=== serial_adder_ctrl_flat ===
**config.mk**
```make
export PLATFORM = sky130hd
export DESIGN_NAME = serial_adder_ctrl_flat
export DESIGN_NICKNAME = d
export VERILOG_FILES = /design/src/rtl/serial_adder_ctrl_if.sv /design/src/rtl/serial_adder_ctrl.sv /design/src/flat_wrapper.sv
export SDC_FILE = /design/constraint.sdc
export NUM_CORES = 1
export LEC_CHECK = 0
export CORE_MARGIN = 2
export CORE_UTILIZATION = 38
export CTS_CLUSTER_DIAMETER = 200
export DETAILED_ROUTE_END_ITERATION = 8
export HOLD_SLACK_MARGIN = 0.06
export PLACE_DENSITY = 0.59
export SLEW_MARGIN = 20
export SYNTH_ARGS = -nofsm -noshare
export SYNTH_HDL_FRONTEND = slang
export SYNTH_SLANG_ARGS = --single-unit
```
**constraint.sdc**
```tcl
create_clock -name clk -period 2.2 [get_ports clk]
set_clock_uncertainty 0.05 [all_clocks]
set_input_delay 0.44 -clock clk [delete_from_list [all_inputs] [get_ports clk]]
set_output_delay 0.44 -clock clk [all_outputs]
set_load 0.02 [all_outputs]
```
**src/rtl/serial_adder_ctrl_if.sv**
```systemverilog
// ---------------------------------------------------------------------------
// serial_adder_ctrl_if
// Request/result bus of the serial adder controller.
//
// Parameters
//   WIDTH     operand/result width in bits (2..32)
//
// Signals
//   start     request to begin an addition (requester -> controller)
//   a, b      operands, captured with an accepted start
//   carryin   initial carry, captured with an accepted start
//   busy      high while the controller is stepping through the bits
//   done      one-cycle pulse, results valid
//   sum       registered WIDTH-bit result
//   carryout  registered final carry
//   overflow  registered signed overflow
//
// Modports
//   master    requester side (drives start/a/b/carryin)
//   slave     controller side (drives busy/done/sum/carryout/overflow)
// ---------------------------------------------------------------------------
interface serial_adder_ctrl_if #(
    parameter int WIDTH = 8
);
    logic             start;
    logic [WIDTH-1:0] a;
    logic [WIDTH-1:0] b;
    logic             carryin;
    logic             busy;
    logic             done;
    logic [WIDTH-1:0] sum;
    logic             carryout;
    logic             overflow;

    modport master (
        output start, a, b, carryin,
        input  busy, done, sum, carryout, overflow
    );

    modport slave (
        input  start, a, b, carryin,
        output busy, done, sum, carryout, overflow
    );
endinterface

```
**src/rtl/serial_adder_ctrl.sv**
```systemverilog
// ---------------------------------------------------------------------------
// serial_adder_ctrl
// Bit-serial adder controller. Operands are shifted LSB first through an
// external 1-bit full adder; the returned sum bits are collected in a shift
// register and the returned carry is fed back through a carry flop. After
// WIDTH steps the result, final carry and signed overflow are registered and
// a one-cycle done pulse is issued.
//
// Parameters
//   WIDTH     operand/result width in bits (2..32)
//
// Ports
//   clk       system clock, all state changes on the rising edge
//   reset_n   synchronous active-low reset
//   bus       request/result bus (slave side), see serial_adder_ctrl_if
//   fa_a      operand A bit to the external full adder
//   fa_b      operand B bit to the external full adder
//   fa_cin    carry to the external full adder
//   fa_sum    sum bit from the external full adder (combinational)
//   fa_cout   carry out from the external full adder (combinational)
// ---------------------------------------------------------------------------
module serial_adder_ctrl #(
    parameter int WIDTH = 8
) (
    input  logic                clk,
    input  logic                reset_n,
    serial_adder_ctrl_if.slave  bus,
    output logic                fa_a,
    output logic                fa_b,
    output logic                fa_cin,
    input  logic                fa_sum,
    input  logic                fa_cout
);

    localparam int             CW   = $clog2(WIDTH) + 1;
    localparam logic [CW-1:0]  LAST = CW'(WIDTH - 1);

    typedef enum logic [1:0] {
        IDLE = 2'd0,
        RUN  = 2'd1,
        DONE = 2'd2
    } state_t;

    state_t           state_reg;
    logic [WIDTH-1:0] a_sr_reg;
    logic [WIDTH-1:0] b_sr_reg;
    logic [WIDTH-1:0] sum_sr_reg;
    logic [WIDTH-1:0] sum_reg;
    logic [CW-1:0]    count_reg;
    logic             carry_reg;
    logic             carryout_reg;
    logic             overflow_reg;
    logic             busy_reg;
    logic             done_reg;
    logic [WIDTH-1:0] sum_sr_next;

    // Sum register shifted right with the fresh adder bit entering at the MSB.
    always_comb begin
        sum_sr_next = WIDTH'({fa_sum, sum_sr_reg} >> 1);
    end

    always_ff @(posedge clk) begin
        if (!reset_n) begin
            state_reg    <= IDLE;
            a_sr_reg     <= '0;
            b_sr_reg     <= '0;
            sum_sr_reg   <= '0;
            sum_reg      <= '0;
            count_reg    <= '0;
            carry_reg    <= 1'b0;
            carryout_reg <= 1'b0;
            overflow_reg <= 1'b0;
            busy_reg     <= 1'b0;
            done_reg     <= 1'b0;
        end else begin
            case (state_reg)
                IDLE: begin
                    done_reg <= 1'b0;
                    if (bus.start) begin
                        a_sr_reg   <= bus.a;
                        b_sr_reg   <= bus.b;
                        carry_reg  <= bus.carryin;
                        sum_sr_reg <= '0;
                        count_reg  <= '0;
                        busy_reg   <= 1'b1;
                        state_reg  <= RUN;
                    end
                end
                RUN: begin
                    // Zero fill: after WIDTH shifts both operand registers
                    // are empty, so fa_a/fa_b are naturally 0 outside RUN.
                    a_sr_reg   <= a_sr_reg >> 1;
                    b_sr_reg   <= b_sr_reg >> 1;
                    sum_sr_reg <= sum_sr_next;
                    count_reg  <= count_reg + CW'(1);
                    if (count_reg == LAST) begin
                        // carry_reg is the carry into the MSB on this step.
                        sum_reg      <= sum_sr_next;
                        carryout_reg <= fa_cout;
                        overflow_reg <= carry_reg ^ fa_cout;
                        // Drop the carry so fa_cin reads 0 once RUN is left.
                        carry_reg    <= 1'b0;
                        busy_reg     <= 1'b0;
                        done_reg     <= 1'b1;
                        state_reg    <= DONE;
                    end else begin
                        carry_reg <= fa_cout;
                    end
                end
                DONE: begin
                    done_reg  <= 1'b0;
                    state_reg <= IDLE;
                end
                default: begin
                    busy_reg  <= 1'b0;
                    done_reg  <= 1'b0;
                    state_reg <= IDLE;
                end
            endcase
        end
    end

    assign fa_a         = a_sr_reg[0];
    assign fa_b         = b_sr_reg[0];
    assign fa_cin       = carry_reg;
    assign bus.busy     = busy_reg;
    assign bus.done     = done_reg;
    assign bus.sum      = sum_reg;
    assign bus.carryout = carryout_reg;
    assign bus.overflow = overflow_reg;

endmodule

```
**src/flat_wrapper.sv**
```systemverilog
// flat-port wrapper written by rule: the top's interface ports become plain ports
module serial_adder_ctrl_flat 
#(
    parameter int WIDTH = 8
)
  (clk, reset_n, fa_a, fa_b, fa_cin, fa_sum, fa_cout, bus_start, bus_a, bus_b, bus_carryin, bus_busy, bus_done, bus_sum, bus_carryout, bus_overflow);
  serial_adder_ctrl_if #(.WIDTH(WIDTH)) bus_i ();
  input  logic clk;
  input  logic reset_n;
  output logic fa_a;
  output logic fa_b;
  output logic fa_cin;
  input  logic fa_sum;
  input  logic fa_cout;
  input wire logic [$bits(bus_i.start)-1:0] bus_start;
  input wire logic [$bits(bus_i.a)-1:0] bus_a;
  input wire logic [$bits(bus_i.b)-1:0] bus_b;
  input wire logic [$bits(bus_i.carryin)-1:0] bus_carryin;
  output wire logic [$bits(bus_i.busy)-1:0] bus_busy;
  output wire logic [$bits(bus_i.done)-1:0] bus_done;
  output wire logic [$bits(bus_i.sum)-1:0] bus_sum;
  output wire logic [$bits(bus_i.carryout)-1:0] bus_carryout;
  output wire logic [$bits(bus_i.overflow)-1:0] bus_overflow;
  assign bus_i.start = bus_start;
  assign bus_i.a = bus_a;
  assign bus_i.b = bus_b;
  assign bus_i.carryin = bus_carryin;
  assign bus_busy = bus_i.busy;
  assign bus_done = bus_i.done;
  assign bus_sum = bus_i.sum;
  assign bus_carryout = bus_i.carryout;
  assign bus_overflow = bus_i.overflow;
  serial_adder_ctrl #(.WIDTH(WIDTH)) u_core (.clk(clk), .reset_n(reset_n), .bus(bus_i), .fa_a(fa_a), .fa_b(fa_b), .fa_cin(fa_cin), .fa_sum(fa_sum), .fa_cout(fa_cout));
endmodule
```
=== parity_serial_engine ===
`src/rtl/uart_pkg.sv`:
```
// Shared UART definitions: parity mode codes, parity engine state encoding and
// the data-length field width helper.
package uart_pkg;

   localparam logic [1:0] PAR_EVEN  = 2'b00;
   localparam logic [1:0] PAR_ODD   = 2'b01;
   localparam logic [1:0] PAR_MARK  = 2'b10;
   localparam logic [1:0] PAR_SPACE = 2'b11;

   typedef enum logic [1:0] {
      ST_IDLE     = 2'b00,
      ST_ACCUM    = 2'b01,
      ST_WAIT_PAR = 2'b10
   } par_state_t;

   // Width needed to hold a bit count of 0..data_width inclusive.
   function automatic int calc_len_w(input int data_width);
      return $clog2(data_width + 1);
   endfunction

endpackage

```
`src/rtl/par_err_counter.sv`:
```
// Saturating parity-error counter with synchronous clear; clear beats increment.
module par_err_counter #(
   parameter int W = 8
)(
   input  logic         CLK,
   input  logic         RST,
   input  logic         clr,
   input  logic         inc,
   output logic [W-1:0] count
);

   always_ff @(posedge CLK or negedge RST) begin
      if (!RST) begin
         count <= '0;
      end else if (clr) begin
         count <= '0;
      end else if (inc && (count != '1)) begin
         count <= count + W'(1);
      end
   end

endmodule

```
`src/rtl/parity_serial_engine.sv`:
```
// Serial parity generator/checker for the UART TX/RX paths.
// Define PARITY_ERR_CNT_EN to add the saturating err_cnt output and err_cnt_clr input.
module parity_serial_engine
   import uart_pkg::*;
#(
   parameter int DATA_WIDTH = 8,
   parameter int LEN_W      = calc_len_w(DATA_WIDTH)
`ifdef PARITY_ERR_CNT_EN
   ,
   parameter int ERR_CNT_W  = 8
`endif
)(
   input  logic             CLK,
   input  logic             RST,
   input  logic             start,
   input  logic             PAR_EN,
   input  logic [1:0]       PAR_MODE,
   input  logic [LEN_W-1:0] data_len,
   input  logic             bit_valid,
   input  logic             bit_in,
   input  logic             par_sample_valid,
   input  logic             par_sample,
`ifdef PARITY_ERR_CNT_EN
   input  logic                 err_cnt_clr,
   output logic [ERR_CNT_W-1:0] err_cnt,
`endif
   output logic             par_bit,
   output logic             par_ready,
   output logic             par_err,
   output logic             done,
   output logic             busy
);

   localparam logic [LEN_W-1:0] MAX_LEN = LEN_W'(DATA_WIDTH);

   par_state_t       state, state_n;
   logic             acc, acc_n;
   logic [LEN_W-1:0] cnt, cnt_n;
   logic [LEN_W-1:0] len_q, len_n;
   logic [LEN_W-1:0] eff_len;
   logic             par_en_q, par_en_n;
   logic [1:0]       mode_q, mode_n;
   logic             par_bit_n, par_ready_n, par_err_n, done_n;
   logic             acc_final, last_bit, par_calc;

   // A zero or oversized length means a full-width frame.
   assign eff_len   = ((data_len == '0) || (data_len > MAX_LEN)) ? MAX_LEN : data_len;
   assign acc_final = acc ^ bit_in;
   assign last_bit  = (cnt == (len_q - LEN_W'(1)));
   assign busy      = (state == ST_ACCUM) || (state == ST_WAIT_PAR);

   always_comb begin
      par_calc = acc_final;
      case (mode_q)
         PAR_EVEN:  par_calc = acc_final;
         PAR_ODD:   par_calc = ~acc_final;
         PAR_MARK:  par_calc = 1'b1;
         PAR_SPACE: par_calc = 1'b0;
         default:   par_calc = acc_final;
      endcase
   end

   always_ff @(posedge CLK or negedge RST) begin
      if (!RST) begin
         state     <= ST_IDLE;
         acc       <= 1'b0;
         cnt       <= '0;
         len_q     <= '0;
         par_en_q  <= 1'b0;
         mode_q    <= PAR_EVEN;
         par_bit   <= 1'b1;
         par_ready <= 1'b0;
         par_err   <= 1'b0;
         done      <= 1'b0;
      end else begin
         state     <= state_n;
         acc       <= acc_n;
         cnt       <= cnt_n;
         len_q     <= len_n;
         par_en_q  <= par_en_n;
         mode_q    <= mode_n;
         par_bit   <= par_bit_n;
         par_ready <= par_ready_n;
         par_err   <= par_err_n;
         done      <= done_n;
      end
   end

   // start overrides every state, so an in-flight frame is silently abandoned.
   always_comb begin
      state_n     = state;
      acc_n       = acc;
      cnt_n       = cnt;
      len_n       = len_q;
      par_en_n    = par_en_q;
      mode_n      = mode_q;
      par_bit_n   = par_bit;
      par_ready_n = par_ready;
      par_err_n   = par_err;
      done_n      = 1'b0;

      if (start) begin
         state_n     = ST_ACCUM;
         acc_n       = 1'b0;
         cnt_n       = '0;
         len_n       = eff_len;
         par_en_n    = PAR_EN;
         mode_n      = PAR_MODE;
         par_ready_n = 1'b0;
         par_err_n   = 1'b0;
      end else begin
         case (state)
            ST_ACCUM: begin
               if (bit_valid) begin
                  acc_n = acc_final;
                  cnt_n = cnt + LEN_W'(1);
                  if (last_bit) begin
                     par_bit_n   = par_calc;
                     par_ready_n = 1'b1;
                     if (par_en_q) begin
                        state_n = ST_WAIT_PAR;
                     end else begin
                        state_n = ST_IDLE;
                        done_n  = 1'b1;
                     end
                  end
               end
            end
            ST_WAIT_PAR: begin
               if (par_sample_valid) begin
                  par_err_n = (par_sample != par_bit);
                  done_n    = 1'b1;
                  state_n   = ST_IDLE;
               end
            end
            default: begin
               state_n = state;
            end
         endcase
      end
   end

`ifdef PARITY_ERR_CNT_EN
   logic err_inc;

   assign err_inc = !start && (state == ST_WAIT_PAR) && par_sample_valid &&
                    (par_sample != par_bit);

   par_err_counter #(
      .W(ERR_CNT_W)
   ) u_err_cnt (
      .CLK   (CLK),
      .RST   (RST),
      .clr   (err_cnt_clr),
      .inc   (err_inc),
      .count (err_cnt)
   );
`else
   // Without the counter a parity error is visible only on par_err until the next start.
`endif

endmodule

```
`config.mk`:
```
export PLATFORM = sky130hd
export DESIGN_NAME = parity_serial_engine
export DESIGN_NICKNAME = d
export VERILOG_FILES = /design/src/rtl/uart_pkg.sv /design/src/rtl/par_err_counter.sv /design/src/rtl/parity_serial_engine.sv
export SDC_FILE = /design/constraint.sdc
export NUM_CORES = 1
export LEC_CHECK = 0
export ABC_CLOCK_PERIOD_IN_PS = 1800
export CORE_MARGIN = 2
export CORE_UTILIZATION = 45
export CTS_BUF_LIST = sky130_fd_sc_hd__clkbuf_4 sky130_fd_sc_hd__clkbuf_8 sky130_fd_sc_hd__clkbuf_16
export CTS_CLUSTER_SIZE = 40
export DETAILED_ROUTE_END_ITERATION = 10
export GPL_ROUTABILITY_DRIVEN = 0
export GPL_TIMING_DRIVEN = 0
export HOLD_SLACK_MARGIN = 0.08
export PLACE_DENSITY = 0.84
export SLEW_MARGIN = 20
export SYNTH_ARGS = -nofsm -noshare
export SYNTH_HDL_FRONTEND = slang
export SYNTH_HIERARCHICAL = 1
export SYNTH_SLANG_ARGS = --single-unit
```
`constraint.sdc`:
```
create_clock -name CLK -period 1.8 [get_ports CLK]
set_input_delay 0.36 -clock CLK [delete_from_list [all_inputs] [get_ports CLK]]
set_output_delay 0.36 -clock CLK [all_outputs]
set_load 0.1 [all_outputs]
```
=== mem_port_arbiter_flat ===
`config.mk`:
```
export PLATFORM = sky130hd
export DESIGN_NAME = mem_port_arbiter_flat
export DESIGN_NICKNAME = d
export VERILOG_FILES = /design/src/rtl/mem_port_arbiter_pkg.sv /design/src/rtl/mem_port_arbiter_if.sv /design/src/rtl/mem_port_arbiter_owner_pipe.sv /design/src/rtl/mem_port_arbiter.sv /design/src/flat_wrapper.sv
export SDC_FILE = /design/constraint.sdc
export NUM_CORES = 1
export LEC_CHECK = 0
export CAP_MARGIN = 20
export CORE_AREA = 4 4 130 132
export DETAILED_ROUTE_END_ITERATION = 10
export DIE_AREA = 0 0 134 136
export MAX_ROUTING_LAYER = met4
export PLACE_DENSITY = 0.49
export SLEW_MARGIN = 10
export SYNTH_ARGS = -nofsm -noshare
export SYNTH_HDL_FRONTEND = slang
export SYNTH_SLANG_ARGS = --single-unit
```
`constraint.sdc`:
```
create_clock -name clk -period 2 [get_ports clk]
set_input_delay 0.2 -clock clk [delete_from_list [all_inputs] [get_ports clk]]
set_output_delay 0.2 -clock clk [all_outputs]
set_load 0.005 [all_outputs]
```
`src/rtl/mem_port_arbiter_pkg.sv`:
```
// mem_arb_pkg: shared types and default constants for the memory port arbiter.
//   owner_t        : tag carried down the owner pipeline to route read data back
//   MEM_LAT_DEF    : default memory read latency (cycles from issue to rdata)
//   STARVE_MAX_DEF : default number of consecutive IF losses before IF is forced
package mem_arb_pkg;

  typedef enum logic [1:0] {
    OWN_NONE = 2'd0,
    OWN_IF   = 2'd1,
    OWN_DM   = 2'd2
  } owner_t;

  localparam int MEM_LAT_DEF    = 2;
  localparam int STARVE_MAX_DEF = 4;

endpackage

```
`src/rtl/mem_port_arbiter_if.sv`:
```
// mem_port_arbiter_if: all handshake/bus signals around the arbiter.
//   IF side  : if_req/if_addr in, if_ready/if_rvalid/if_rdata out
//   DM side  : dm_req/dm_we/dm_addr/dm_wdata in, dm_ready/dm_rvalid/dm_rdata out
//   Mem side : mem_en/mem_we/mem_addr/mem_wdata out, mem_rdata in
// Modports: slave = the arbiter, master = requesters plus memory.
interface mem_port_arbiter_if #(
  parameter int Bits  = 64,
  parameter int AddrW = 4
);
  logic             if_req;
  logic [AddrW-1:0] if_addr;
  logic             if_ready;
  logic             if_rvalid;
  logic [Bits-1:0]  if_rdata;

  logic             dm_req;
  logic             dm_we;
  logic [AddrW-1:0] dm_addr;
  logic [Bits-1:0]  dm_wdata;
  logic             dm_ready;
  logic             dm_rvalid;
  logic [Bits-1:0]  dm_rdata;

  logic             mem_en;
  logic             mem_we;
  logic [AddrW-1:0] mem_addr;
  logic [Bits-1:0]  mem_wdata;
  logic [Bits-1:0]  mem_rdata;

  modport slave (
    input  if_req, if_addr, dm_req, dm_we, dm_addr, dm_wdata, mem_rdata,
    output if_ready, if_rvalid, if_rdata, dm_ready, dm_rvalid, dm_rdata,
           mem_en, mem_we, mem_addr, mem_wdata
  );

  modport master (
    output if_req, if_addr, dm_req, dm_we, dm_addr, dm_wdata, mem_rdata,
    input  if_ready, if_rvalid, if_rdata, dm_ready, dm_rvalid, dm_rdata,
           mem_en, mem_we, mem_addr, mem_wdata
  );
endinterface

```
`src/rtl/mem_port_arbiter_owner_pipe.sv`:
```
// arb_owner_pipe: MemLat-deep shift register of owner tags. Stage 0 is loaded
// at issue; the last stage lines up with mem_rdata for that access.
//   clk, rst : clock, synchronous active-high reset (flushes to OWN_NONE)
//   own_in   : owner of the access issued this cycle
//   own_out  : owner of the read whose data is on mem_rdata now
module arb_owner_pipe
  import mem_arb_pkg::*;
#(
  parameter int MemLat = MEM_LAT_DEF
) (
  input  logic   clk,
  input  logic   rst,
  input  owner_t own_in,
  output owner_t own_out
);

  owner_t own_pipe [MemLat];

  always_ff @(posedge clk) begin
    if (rst) begin
      for (int i = 0; i < MemLat; i++) own_pipe[i] <= OWN_NONE;
    end else begin
      own_pipe[0] <= own_in;
      for (int i = 1; i < MemLat; i++) own_pipe[i] <= own_pipe[i-1];
    end
  end

  assign own_out = own_pipe[MemLat-1];

endmodule

```
`src/rtl/mem_port_arbiter.sv`:
```
// mem_port_arbiter: shares one memory port between instruction fetch (IF) and
// the data stage (DM). One access per cycle; DM normally wins, but after
// StarveMax consecutive IF losses IF is forced through. Read data is steered
// back to its owner MemLat cycles after issue via a tag pipeline.
//   clk, rst : clock, synchronous active-high reset
//   bus      : IF, DM and memory signals (see mem_port_arbiter_if)
module mem_port_arbiter
  import mem_arb_pkg::*;
#(
  parameter int Bits      = 64,
  parameter int MemSize   = 16,
  parameter int AddrW     = $clog2(MemSize),
  parameter int MemLat    = MEM_LAT_DEF,
  parameter int StarveMax = STARVE_MAX_DEF
) (
  input logic               clk,
  input logic               rst,
  mem_port_arbiter_if.slave bus
);

  localparam int CntW = $clog2(StarveMax + 1);

  logic [CntW-1:0]  starve_cnt;
  logic             starved;
  logic             grant_if, grant_dm;
  logic [AddrW-1:0] addr_sel;
  logic [Bits-1:0]  wdata_sel;
  owner_t           own_in, own_out;

  assign starved  = (starve_cnt == CntW'(StarveMax));
  assign grant_if = !rst && bus.if_req && (!bus.dm_req || starved);
  assign grant_dm = !rst && bus.dm_req && !grant_if;

  // Counts consecutive lost cycles; any gap in if_req restarts the count.
  always_ff @(posedge clk) begin
    if (rst)                           starve_cnt <= '0;
    else if (!bus.if_req || grant_if)  starve_cnt <= '0;
    else if (!starved)                 starve_cnt <= starve_cnt + 1'b1;
  end

  always_comb begin
    addr_sel  = '0;
    wdata_sel = '0;
    if (grant_if) begin
      addr_sel = bus.if_addr;
    end else if (grant_dm) begin
      addr_sel  = bus.dm_addr;
      wdata_sel = bus.dm_wdata;
    end
  end

  assign bus.if_ready  = grant_if;
  assign bus.dm_ready  = grant_dm;
  assign bus.mem_en    = grant_if | grant_dm;
  assign bus.mem_we    = grant_dm & bus.dm_we;
  assign bus.mem_addr  = addr_sel;
  assign bus.mem_wdata = wdata_sel;

  // Writes get no tag: they complete at grant and never return data.
  assign own_in = grant_if                 ? OWN_IF :
                  (grant_dm && !bus.dm_we) ? OWN_DM : OWN_NONE;

  arb_owner_pipe #(.MemLat(MemLat)) u_owner_pipe (
    .clk     (clk),
    .rst     (rst),
    .own_in  (own_in),
    .own_out (own_out)
  );

  // Gate on rst as well: the pipe only flushes at the edge, but outputs must
  // already read zero during the reset cycle.
  assign bus.if_rvalid = !rst && (own_out == OWN_IF);
  assign bus.dm_rvalid = !rst && (own_out == OWN_DM);
  assign bus.if_rdata  = bus.if_rvalid ? bus.mem_rdata : '0;
  assign bus.dm_rdata  = bus.dm_rvalid ? bus.mem_rdata : '0;

endmodule

```
`src/flat_wrapper.sv`:
```
// flat-port wrapper written by rule: the top's interface ports become plain ports
module mem_port_arbiter_flat import mem_arb_pkg::*;
#(
  parameter int Bits      = 64,
  parameter int MemSize   = 16,
  parameter int AddrW     = $clog2(MemSize),
  parameter int MemLat    = MEM_LAT_DEF,
  parameter int StarveMax = STARVE_MAX_DEF
)
  (clk, rst, bus_if_req, bus_if_addr, bus_dm_req, bus_dm_we, bus_dm_addr, bus_dm_wdata, bus_mem_rdata, bus_if_ready, bus_if_rvalid, bus_if_rdata, bus_dm_ready, bus_dm_rvalid, bus_dm_rdata, bus_mem_en, bus_mem_we, bus_mem_addr, bus_mem_wdata);
  mem_port_arbiter_if #(.Bits(Bits), .AddrW(AddrW)) bus_i ();
  input logic clk;
  input logic rst;
  input wire logic [$bits(bus_i.if_req)-1:0] bus_if_req;
  input wire logic [$bits(bus_i.if_addr)-1:0] bus_if_addr;
  input wire logic [$bits(bus_i.dm_req)-1:0] bus_dm_req;
  input wire logic [$bits(bus_i.dm_we)-1:0] bus_dm_we;
  input wire logic [$bits(bus_i.dm_addr)-1:0] bus_dm_addr;
  input wire logic [$bits(bus_i.dm_wdata)-1:0] bus_dm_wdata;
  input wire logic [$bits(bus_i.mem_rdata)-1:0] bus_mem_rdata;
  output wire logic [$bits(bus_i.if_ready)-1:0] bus_if_ready;
  output wire logic [$bits(bus_i.if_rvalid)-1:0] bus_if_rvalid;
  output wire logic [$bits(bus_i.if_rdata)-1:0] bus_if_rdata;
  output wire logic [$bits(bus_i.dm_ready)-1:0] bus_dm_ready;
  output wire logic [$bits(bus_i.dm_rvalid)-1:0] bus_dm_rvalid;
  output wire logic [$bits(bus_i.dm_rdata)-1:0] bus_dm_rdata;
  output wire logic [$bits(bus_i.mem_en)-1:0] bus_mem_en;
  output wire logic [$bits(bus_i.mem_we)-1:0] bus_mem_we;
  output wire logic [$bits(bus_i.mem_addr)-1:0] bus_mem_addr;
  output wire logic [$bits(bus_i.mem_wdata)-1:0] bus_mem_wdata;
  assign bus_i.if_req = bus_if_req;
  assign bus_i.if_addr = bus_if_addr;
  assign bus_i.dm_req = bus_dm_req;
  assign bus_i.dm_we = bus_dm_we;
  assign bus_i.dm_addr = bus_dm_addr;
  assign bus_i.dm_wdata = bus_dm_wdata;
  assign bus_i.mem_rdata = bus_mem_rdata;
  assign bus_if_ready = bus_i.if_ready;
  assign bus_if_rvalid = bus_i.if_rvalid;
  assign bus_if_rdata = bus_i.if_rdata;
  assign bus_dm_ready = bus_i.dm_ready;
  assign bus_dm_rvalid = bus_i.dm_rvalid;
  assign bus_dm_rdata = bus_i.dm_rdata;
  assign bus_mem_en = bus_i.mem_en;
  assign bus_mem_we = bus_i.mem_we;
  assign bus_mem_addr = bus_i.mem_addr;
  assign bus_mem_wdata = bus_i.mem_wdata;
  mem_port_arbiter #(.Bits(Bits), .MemSize(MemSize), .AddrW(AddrW), .MemLat(MemLat), .StarveMax(StarveMax)) u_core (.clk(clk), .rst(rst), .bus(bus_i));
endmodule
```
=== fifo_frame_reader ===
**config.mk**
```make
export PLATFORM = sky130hd
export DESIGN_NAME = fifo_frame_reader
export DESIGN_NICKNAME = d
export VERILOG_FILES = /design/src/rtl/fifo_frame_reader.sv
export SDC_FILE = /design/constraint.sdc
export NUM_CORES = 1
export LEC_CHECK = 0
export CORE_ASPECT_RATIO = 0.7
export CORE_MARGIN = 5
export CORE_UTILIZATION = 51
export CTS_CLUSTER_SIZE = 40
export DETAILED_ROUTE_END_ITERATION = 6
export GPL_ROUTABILITY_DRIVEN = 0
export PLACE_DENSITY = 0.85
export SLEW_MARGIN = 20
export SYNTH_ARGS = -nofsm -noshare
export SYNTH_HDL_FRONTEND = slang
export SYNTH_SLANG_ARGS = --single-unit
```
**constraint.sdc**
```tcl
create_clock -name clk_i -period 3.1 [get_ports clk_i]
set_input_delay 0.62 -clock clk_i [delete_from_list [all_inputs] [get_ports clk_i]]
set_output_delay 0.62 -clock clk_i [all_outputs]
set_load 0.01 [all_outputs]
```
**src/rtl/fifo_frame_reader.sv**
```systemverilog
// fifo_frame_reader: drains a standard (1-cycle read latency) sync FIFO holding
// header+payload frames, strips each header and presents the payload as a
// valid/ready stream with m_last_o on the final word.
// Optional build macro: FIFO_FRAME_READER_STATS_EN adds frames_o, a 16-bit
// count of completed (non-empty) frames.
module fifo_frame_reader #(
  parameter int P_DATA_WIDTH = 32,
  parameter int P_LEN_WIDTH  = 12
) (
  input  logic                    clk_i,
  input  logic                    rst_i,
  output logic                    fifo_rd_o,
  input  logic [P_DATA_WIDTH-1:0] fifo_data_i,
  input  logic                    fifo_empty_i,
  output logic                    m_valid_o,
  output logic [P_DATA_WIDTH-1:0] m_data_o,
  output logic                    m_last_o,
  input  logic                    m_ready_i,
`ifdef FIFO_FRAME_READER_STATS_EN
  output logic [15:0]             frames_o,
`endif
  output logic                    busy_o
);

  typedef enum logic {S_HDR, S_PAY} state_t;

  localparam logic [P_LEN_WIDTH-1:0] LEN_ONE = P_LEN_WIDTH'(1);

  state_t                  state_q, state_d;
  logic                    in_flight_p1;
  logic [P_DATA_WIDTH-1:0] buf_p2 [2];
  logic                    head_p2;
  logic [1:0]              occ_p2;
  logic [P_LEN_WIDTH-1:0]  cnt_q, cnt_d;

  logic [P_DATA_WIDTH-1:0] head_word;
  logic [P_LEN_WIDTH-1:0]  hdr_len;
  logic                    have_head;
  logic                    pop;
  logic                    capture;
  logic                    tail_idx;
  logic [2:0]              pending;

  assign head_word = buf_p2[head_p2];
  assign hdr_len   = head_word[P_LEN_WIDTH-1:0];
  assign have_head = (occ_p2 != 2'd0);
  assign capture   = in_flight_p1;
  // Tail slot sits occ entries past the head; a capture never arrives with occ=2.
  assign tail_idx  = head_p2 ^ occ_p2[0];

  // Words already owned (buffered or returning) after this cycle's pop must
  // leave room for the word this read will return.
  assign pending   = {1'b0, occ_p2} + {2'b00, in_flight_p1} - {2'b00, pop};
  assign fifo_rd_o = !rst_i && !fifo_empty_i && (pending < 3'd2);

  assign m_data_o  = m_valid_o ? head_word : '0;
  assign busy_o    = (state_q == S_PAY) || have_head || in_flight_p1;

  // Frame FSM state register
  always_ff @(posedge clk_i) begin
    if (rst_i) state_q <= S_HDR;
    else       state_q <= state_d;
  end

  // Next-state, header strip, output handshake and length counter update
  always_comb begin
    state_d   = state_q;
    cnt_d     = cnt_q;
    pop       = 1'b0;
    m_valid_o = 1'b0;
    m_last_o  = 1'b0;
    case (state_q)
      S_HDR: begin
        if (have_head) begin
          pop = 1'b1;
          if (hdr_len != '0) begin
            cnt_d   = hdr_len;
            state_d = S_PAY;
          end
        end
      end
      S_PAY: begin
        m_valid_o = have_head;
        m_last_o  = have_head && (cnt_q == LEN_ONE);
        if (have_head && m_ready_i) begin
          pop   = 1'b1;
          cnt_d = cnt_q - LEN_ONE;
          if (cnt_q == LEN_ONE) state_d = S_HDR;
        end
      end
      default: state_d = S_HDR;
    endcase
  end

  // Stage p1: read issued last cycle, data returning on fifo_data_i now
  always_ff @(posedge clk_i) begin
    if (rst_i) in_flight_p1 <= 1'b0;
    else       in_flight_p1 <= fifo_rd_o;
  end

  // Stage p2: skid buffer bookkeeping and payload length counter
  always_ff @(posedge clk_i) begin
    if (rst_i) begin
      occ_p2  <= 2'd0;
      head_p2 <= 1'b0;
      cnt_q   <= '0;
    end else begin
      occ_p2  <= occ_p2 + {1'b0, capture} - {1'b0, pop};
      head_p2 <= head_p2 ^ pop;
      cnt_q   <= cnt_d;
    end
  end

  // Skid buffer storage; contents are meaningless while occupancy says empty
  always_ff @(posedge clk_i) begin
    if (capture) buf_p2[tail_idx] <= fifo_data_i;
  end

`ifdef FIFO_FRAME_READER_STATS_EN
  // Completed-frame counter, wraps at 16 bits
  always_ff @(posedge clk_i) begin
    if (rst_i)                               frames_o <= 16'd0;
    else if (m_valid_o && m_ready_i && m_last_o) frames_o <= frames_o + 16'd1;
  end
`endif

endmodule

```
Fig. 1: fifo_frame_reader, placed standard cells
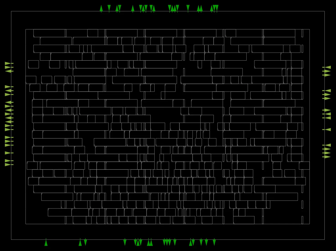
fraction of area in registers: 0.478
Post-Route Utilization: 0.701
final standard cell count with taps included and fillers excluded: 479
site row count: 25

==> changes_impl.md, fifo_frame_reader <==
### Physical design

* Met1 Routed Length at 3.40 mm
* Non-clock buffers, area share at 0.198
* Dominant non-sequential cell family after synthesis: simple AND/OR/NAND/NOR gates
* Async S/R FF share, synth at 0
* LEAKAGE at 1.63 nW
* Routed length on met2 at 4.07 mm
* Number of cells in the design after placement at between 400 and 500
* Switch Pwr at 0.00146 W
* Number of nets still failing antenna checks after routing at 0
* Outcome: finished clean
* Post-Syn Area per Cell at 12.5 um^2
* Register with the most flip-flops: buf_p2
* Switching power as a share of total power at 0.363
* Count of max-cap constraint violations at 0
* Final Total Pwr at 0.00402 W
* Sequential cell power at 0.00158 W
* Violation count after the first detailed-route iteration at 210
* Crit Path Category: in -> out
* Met1 track demand over resource in global routing at 0.253
* Top pwr grp: combinational logic
* Highest attainable clock frequency at 0.332 GHz
* Instance area at placement at 4430 um^2
* Routed met3 length at roughly 670 um
* IR drop worst, VDD at around 0.00045 V
* Number of nets produced by synthesis at 324
* List of most frequent post-synthesis cells: 64 x sky130_fd_sc_hd__edfxtp_1, 43 x sky130_fd_sc_hd__nor2_1, 32 x sky130_fd_sc_hd__mux2i_1
* Minimum clock period at 3010 ps
* Cell-by-cell listing of the critical path: dlygate4sd2_1 > o22ai_2 > inv_2 > ha_1 > inv_1 > ha_1 > fa_2 > nor4_2 > buf_2
* Worst slack, placed at -613 ps
* Longest individual stage delay on the worst path at about 460 ps
Fig. 2: mem_port_arbiter_flat, ports around the boundary
Drawn at 3 px/um. Pins as bars across the die edge, other pins in gray.
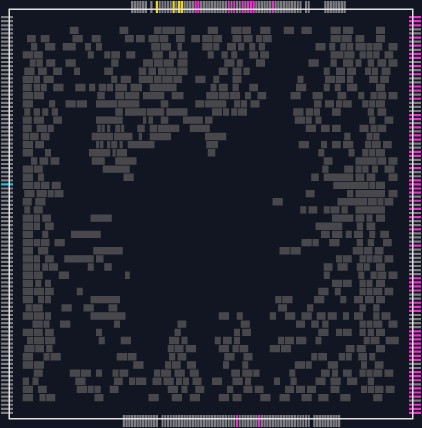
legend:
  bus_dm_addr:
    color: yellow
    pins: 4
    direction: input
    edge: top
  bus_dm_rdata:
    color: magenta
    pins: 64
    direction: output
    edge: 53 right, 9 top, 2 bottom
  bus_mem_en:
    color: cyan
    pins: 1
    direction: output
    edge: left

Fig. 3: mem_port_arbiter_flat, metal layers overlaid
Drawn at 3 px/um. Only two layers are drawn.
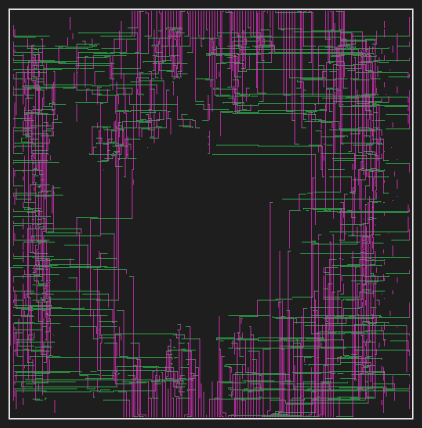
legend:
  M2:
    color: magenta
    wire_length: 7840 um
  M1:
    color: green
    wire_length: 5350 um

==> changes_impl.md, mem_port_arbiter_flat <==
### Physical design

* LEAKAGE at 3.44 nW
* CTS resizes at 217
* Endpoint of the worst-slack reg-to-reg timing path: u_core.u_owner_pipe.own_pipe[0][1]
* Detailed-route DRC error count at 0
* Fraction of area in multi-input gates at 0.251
* Layout Cell Area excl Fill at 5830 um^2
* Clk slew on worst S/H paths at approximately 40 ps
* Die ar. at roughly 18000 um^2
* Worst flop-to-flop path startpoint: u_core.starve_cnt[0]
* Measured slew at the worst slew-check pin at about 340 ps
* Combinational cell power at 0.000619 W
* GR Layer Usage met2 at 0.293
* Portion of total power attributed to sequential cells at 0.133
* Power density of the placed cells at 189 nW/um^2
* Outcome: finished clean
* Cells on Worst Hold Path at 1
* Routed wire length at 14.5 mm
* Via count at 3227
* GRT Residual Overflow at 0
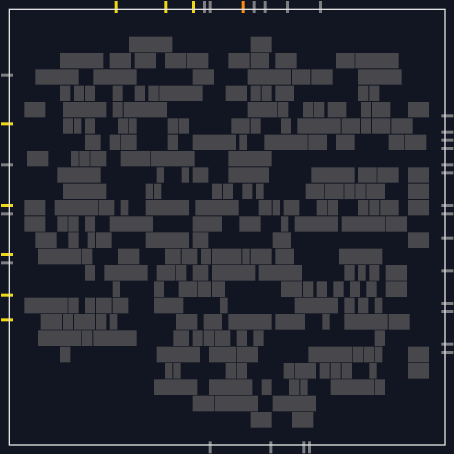
Fig. 4. Ports around the boundary (serial_adder_ctrl_flat).
Drawn at 6 px/um. Pins as bars across the die edge, other pins in gray.
legend:
  bus_busy:
    color: orange
    pins: 1
    direction: output
    edge: top
  bus_sum:
    color: yellow
    pins: 8
    direction: output
    edge: 5 left, 3 top
all pins by edge: 14 right, 10 top, 9 left, 4 bottom

Fig. 5: serial_adder_ctrl_flat, a small window of the routed layout
Window x 16 to 56, y 16 to 56 um. Cells in gray, sequential cells in the stronger gray; small squares are vias.
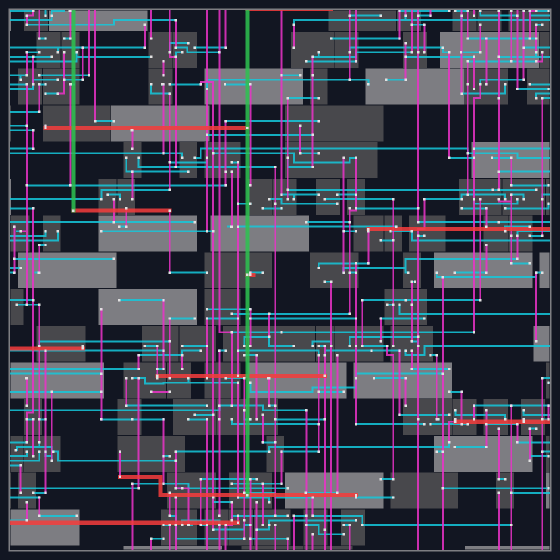
legend:
  M2:
    color: magenta
  M1:
    color: cyan
  M4:
    color: green
  M3:
    color: red
netlist names of flops here include: u_core.a_sr_reg (4), u_core.sum_sr_reg (4), u_core.b_sr_reg (3)
sequential cells in the window: 17
cells with their middle in the window: 96
most frequent: dfxtp_1 (17), a21oi_1 (10), nor2_1 (8)

==> changes_impl.md, serial_adder_ctrl_flat <==
### Physical design

* List of most frequent post-synthesis cells: 42 x sky130_fd_sc_hd__dfxtp_1, 34 x sky130_fd_sc_hd__a21oi_1, 25 x sky130_fd_sc_hd__o21ai_0
* Detailed-route DRC error count at 0
* Outcome: finished clean
* Clk tree area frac at 0.0352
* Top library cells by usage in the layout, fill and taps aside: 42 x sky130_fd_sc_hd__dfxtp_1, 36 x sky130_fd_sc_hd__clkdlybuf4s50_1, 34 x sky130_fd_sc_hd__a21oi_1
* CTS tree: built
* Worst hold-check slack at 429 ps
* Tapcell count at 52
* Ranking of synthesized cells by area: sky130_fd_sc_hd__dfxtp_1 47%, sky130_fd_sc_hd__a21oi_1 9.6%, sky130_fd_sc_hd__o21ai_0 7.0%, sky130_fd_sc_hd__o221ai_1 3.9%, sky130_fd_sc_hd__nand3_1 3.7%
* Num Clock Sinks at 42
* Via count of the first global-routing pass at 1461
* Post-detailed-placement half-perimeter wirelength at 2.75 mm
* CP startpoint: u_core.fa_cin
* Post-synthesis cell count at 200
* Fraction of area in multi-input gates at 0.368
* Switching power as a share of total power at 0.251
* Fraction of area in registers at 0.375
* Combinational cell power at 0.000193 W
* Antenna Cells at 0
* Switch Pwr at 0.000370 W
* Buffer cell driving the clock tree root: sky130_fd_sc_hd__clkbuf_8
* Multi-input gate area in the final layout at ~800 um^2
* Share of synthesized area spent on multiplexers at 0.00563
* Die outline width at 72.4 um
* GR Layer Usage met2 at 0.268
* Final critical-path setup slack at 416 ps
* Routed wire length at 4.24 mm
* Routability congestion estimate from global placement at 0.791
Fig. 6: parity_serial_engine, PDN straps and rails
Drawn at 10 px/um. Pins as bars on the die edge. Tap cells in gray.
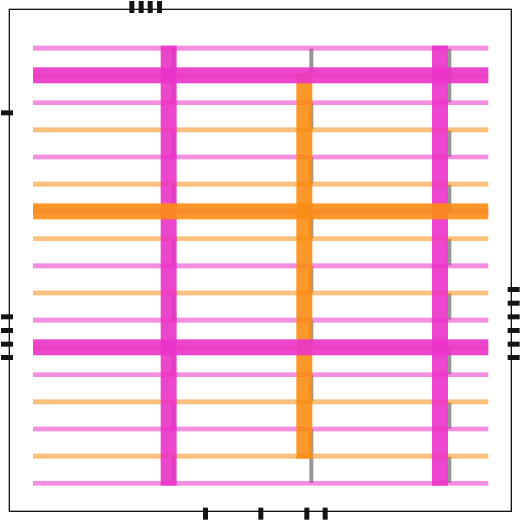
legend:
  VDD:
    color: orange
  VSS:
    color: magenta
met4 straps: 3
tap cells: 27
signal pins: 19
met5 straps: 3
met1 rails: 17

Fig. 7: parity_serial_engine, ports around the boundary
Drawn at 10 px/um. Pins as bars across the die edge, other pins in gray.
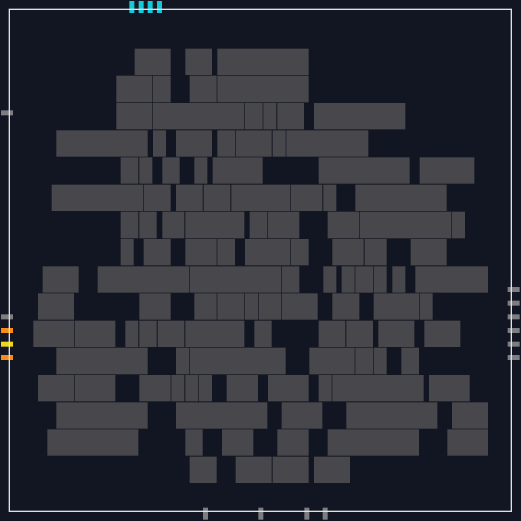
legend:
  data_len:
    color: cyan
    pins: 4
    direction: input
    edge: top
  PAR_MODE:
    color: orange
    pins: 2
    direction: input
    edge: left
  par_ready:
    color: yellow
    pins: 1
    direction: output
    edge: left

==> changes_impl.md, parity_serial_engine <==
### Physical design

* Met1 Routed Length at 831 um
* Most frequent logic cell in the layout: sky130_fd_sc_hd__dfrtp_1
* CP startpoint: len_q[1]
* Worst setup path end: done
* CTS Buffer Depth at 2
* #FFs+latches synth at 18
* Total negative slack at 0 ps
* Cell type contributing the most total cell area after synthesis: sky130_fd_sc_hd__dfrtp_1
* Number of nets produced by synthesis at 109
* Slew margin rel. at 0.464
* WHS Endpoint: par_bit
* Combinational cell power at about 0.00052 W
* Pre-Place Util at 0.482
* CP Data Required Time at 2020 ps
* Num ports at 19
* Setup repair after global routing missed its margin: true
* Seq Cell Count at 18
* Register Area at 452 um^2
* Routed length on met2 at 878 um
* Multi-input gate area in the final layout at 503 um^2
* Outcome: finished clean
* Post-Syn Area per Cell at roughly 10 um^2
* Clk tree area frac at 0.0283


## Gallery

The metal 2 layer.
Plate I
Drawn at 4 px/um. Cells faint in the background.
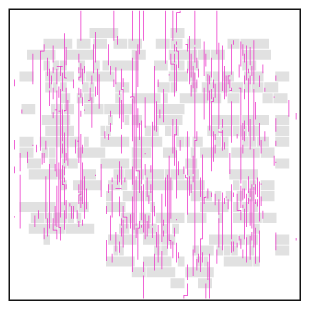
Plate II
Drawn at 3 px/um. Cells faint in the background.
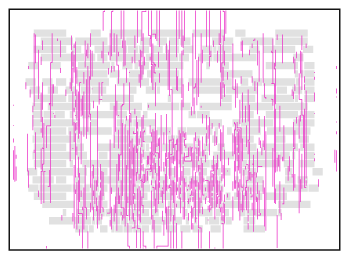
Plate III
Drawn at 3 px/um. Cells faint in the background.
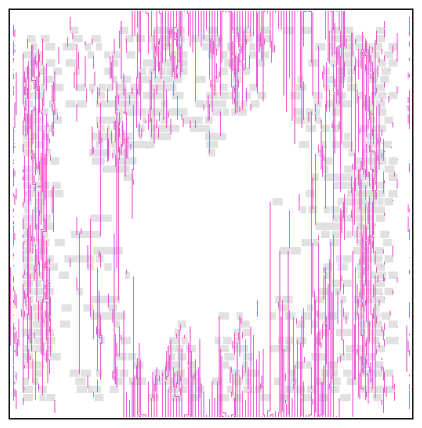
Plate IV
Drawn at 8 px/um. Cells faint in the background.
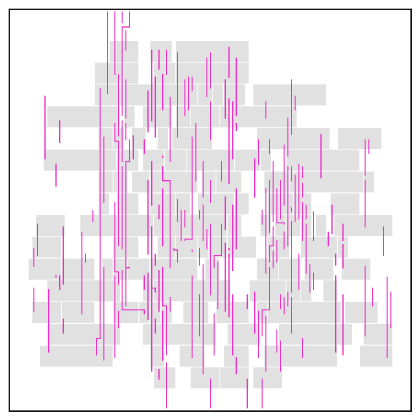
Plate III is mem_port_arbiter_flat.
Plate II is fifo_frame_reader.
Plate IV is parity_serial_engine.
Plate I is serial_adder_ctrl_flat.


## Gallery

Placed standard cells.
panel A
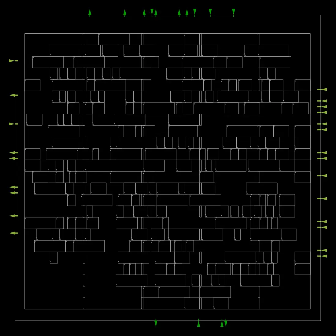
panel B
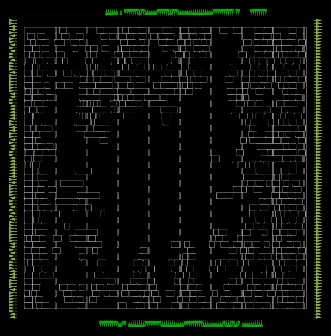
panel C
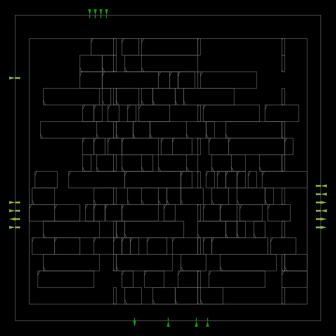
- panel B = mem_port_arbiter_flat
- panel A = serial_adder_ctrl_flat
- panel C = parity_serial_engine
Of these, lowest utilization: panel B

Power is estimated from default activity; no workload was simulated.
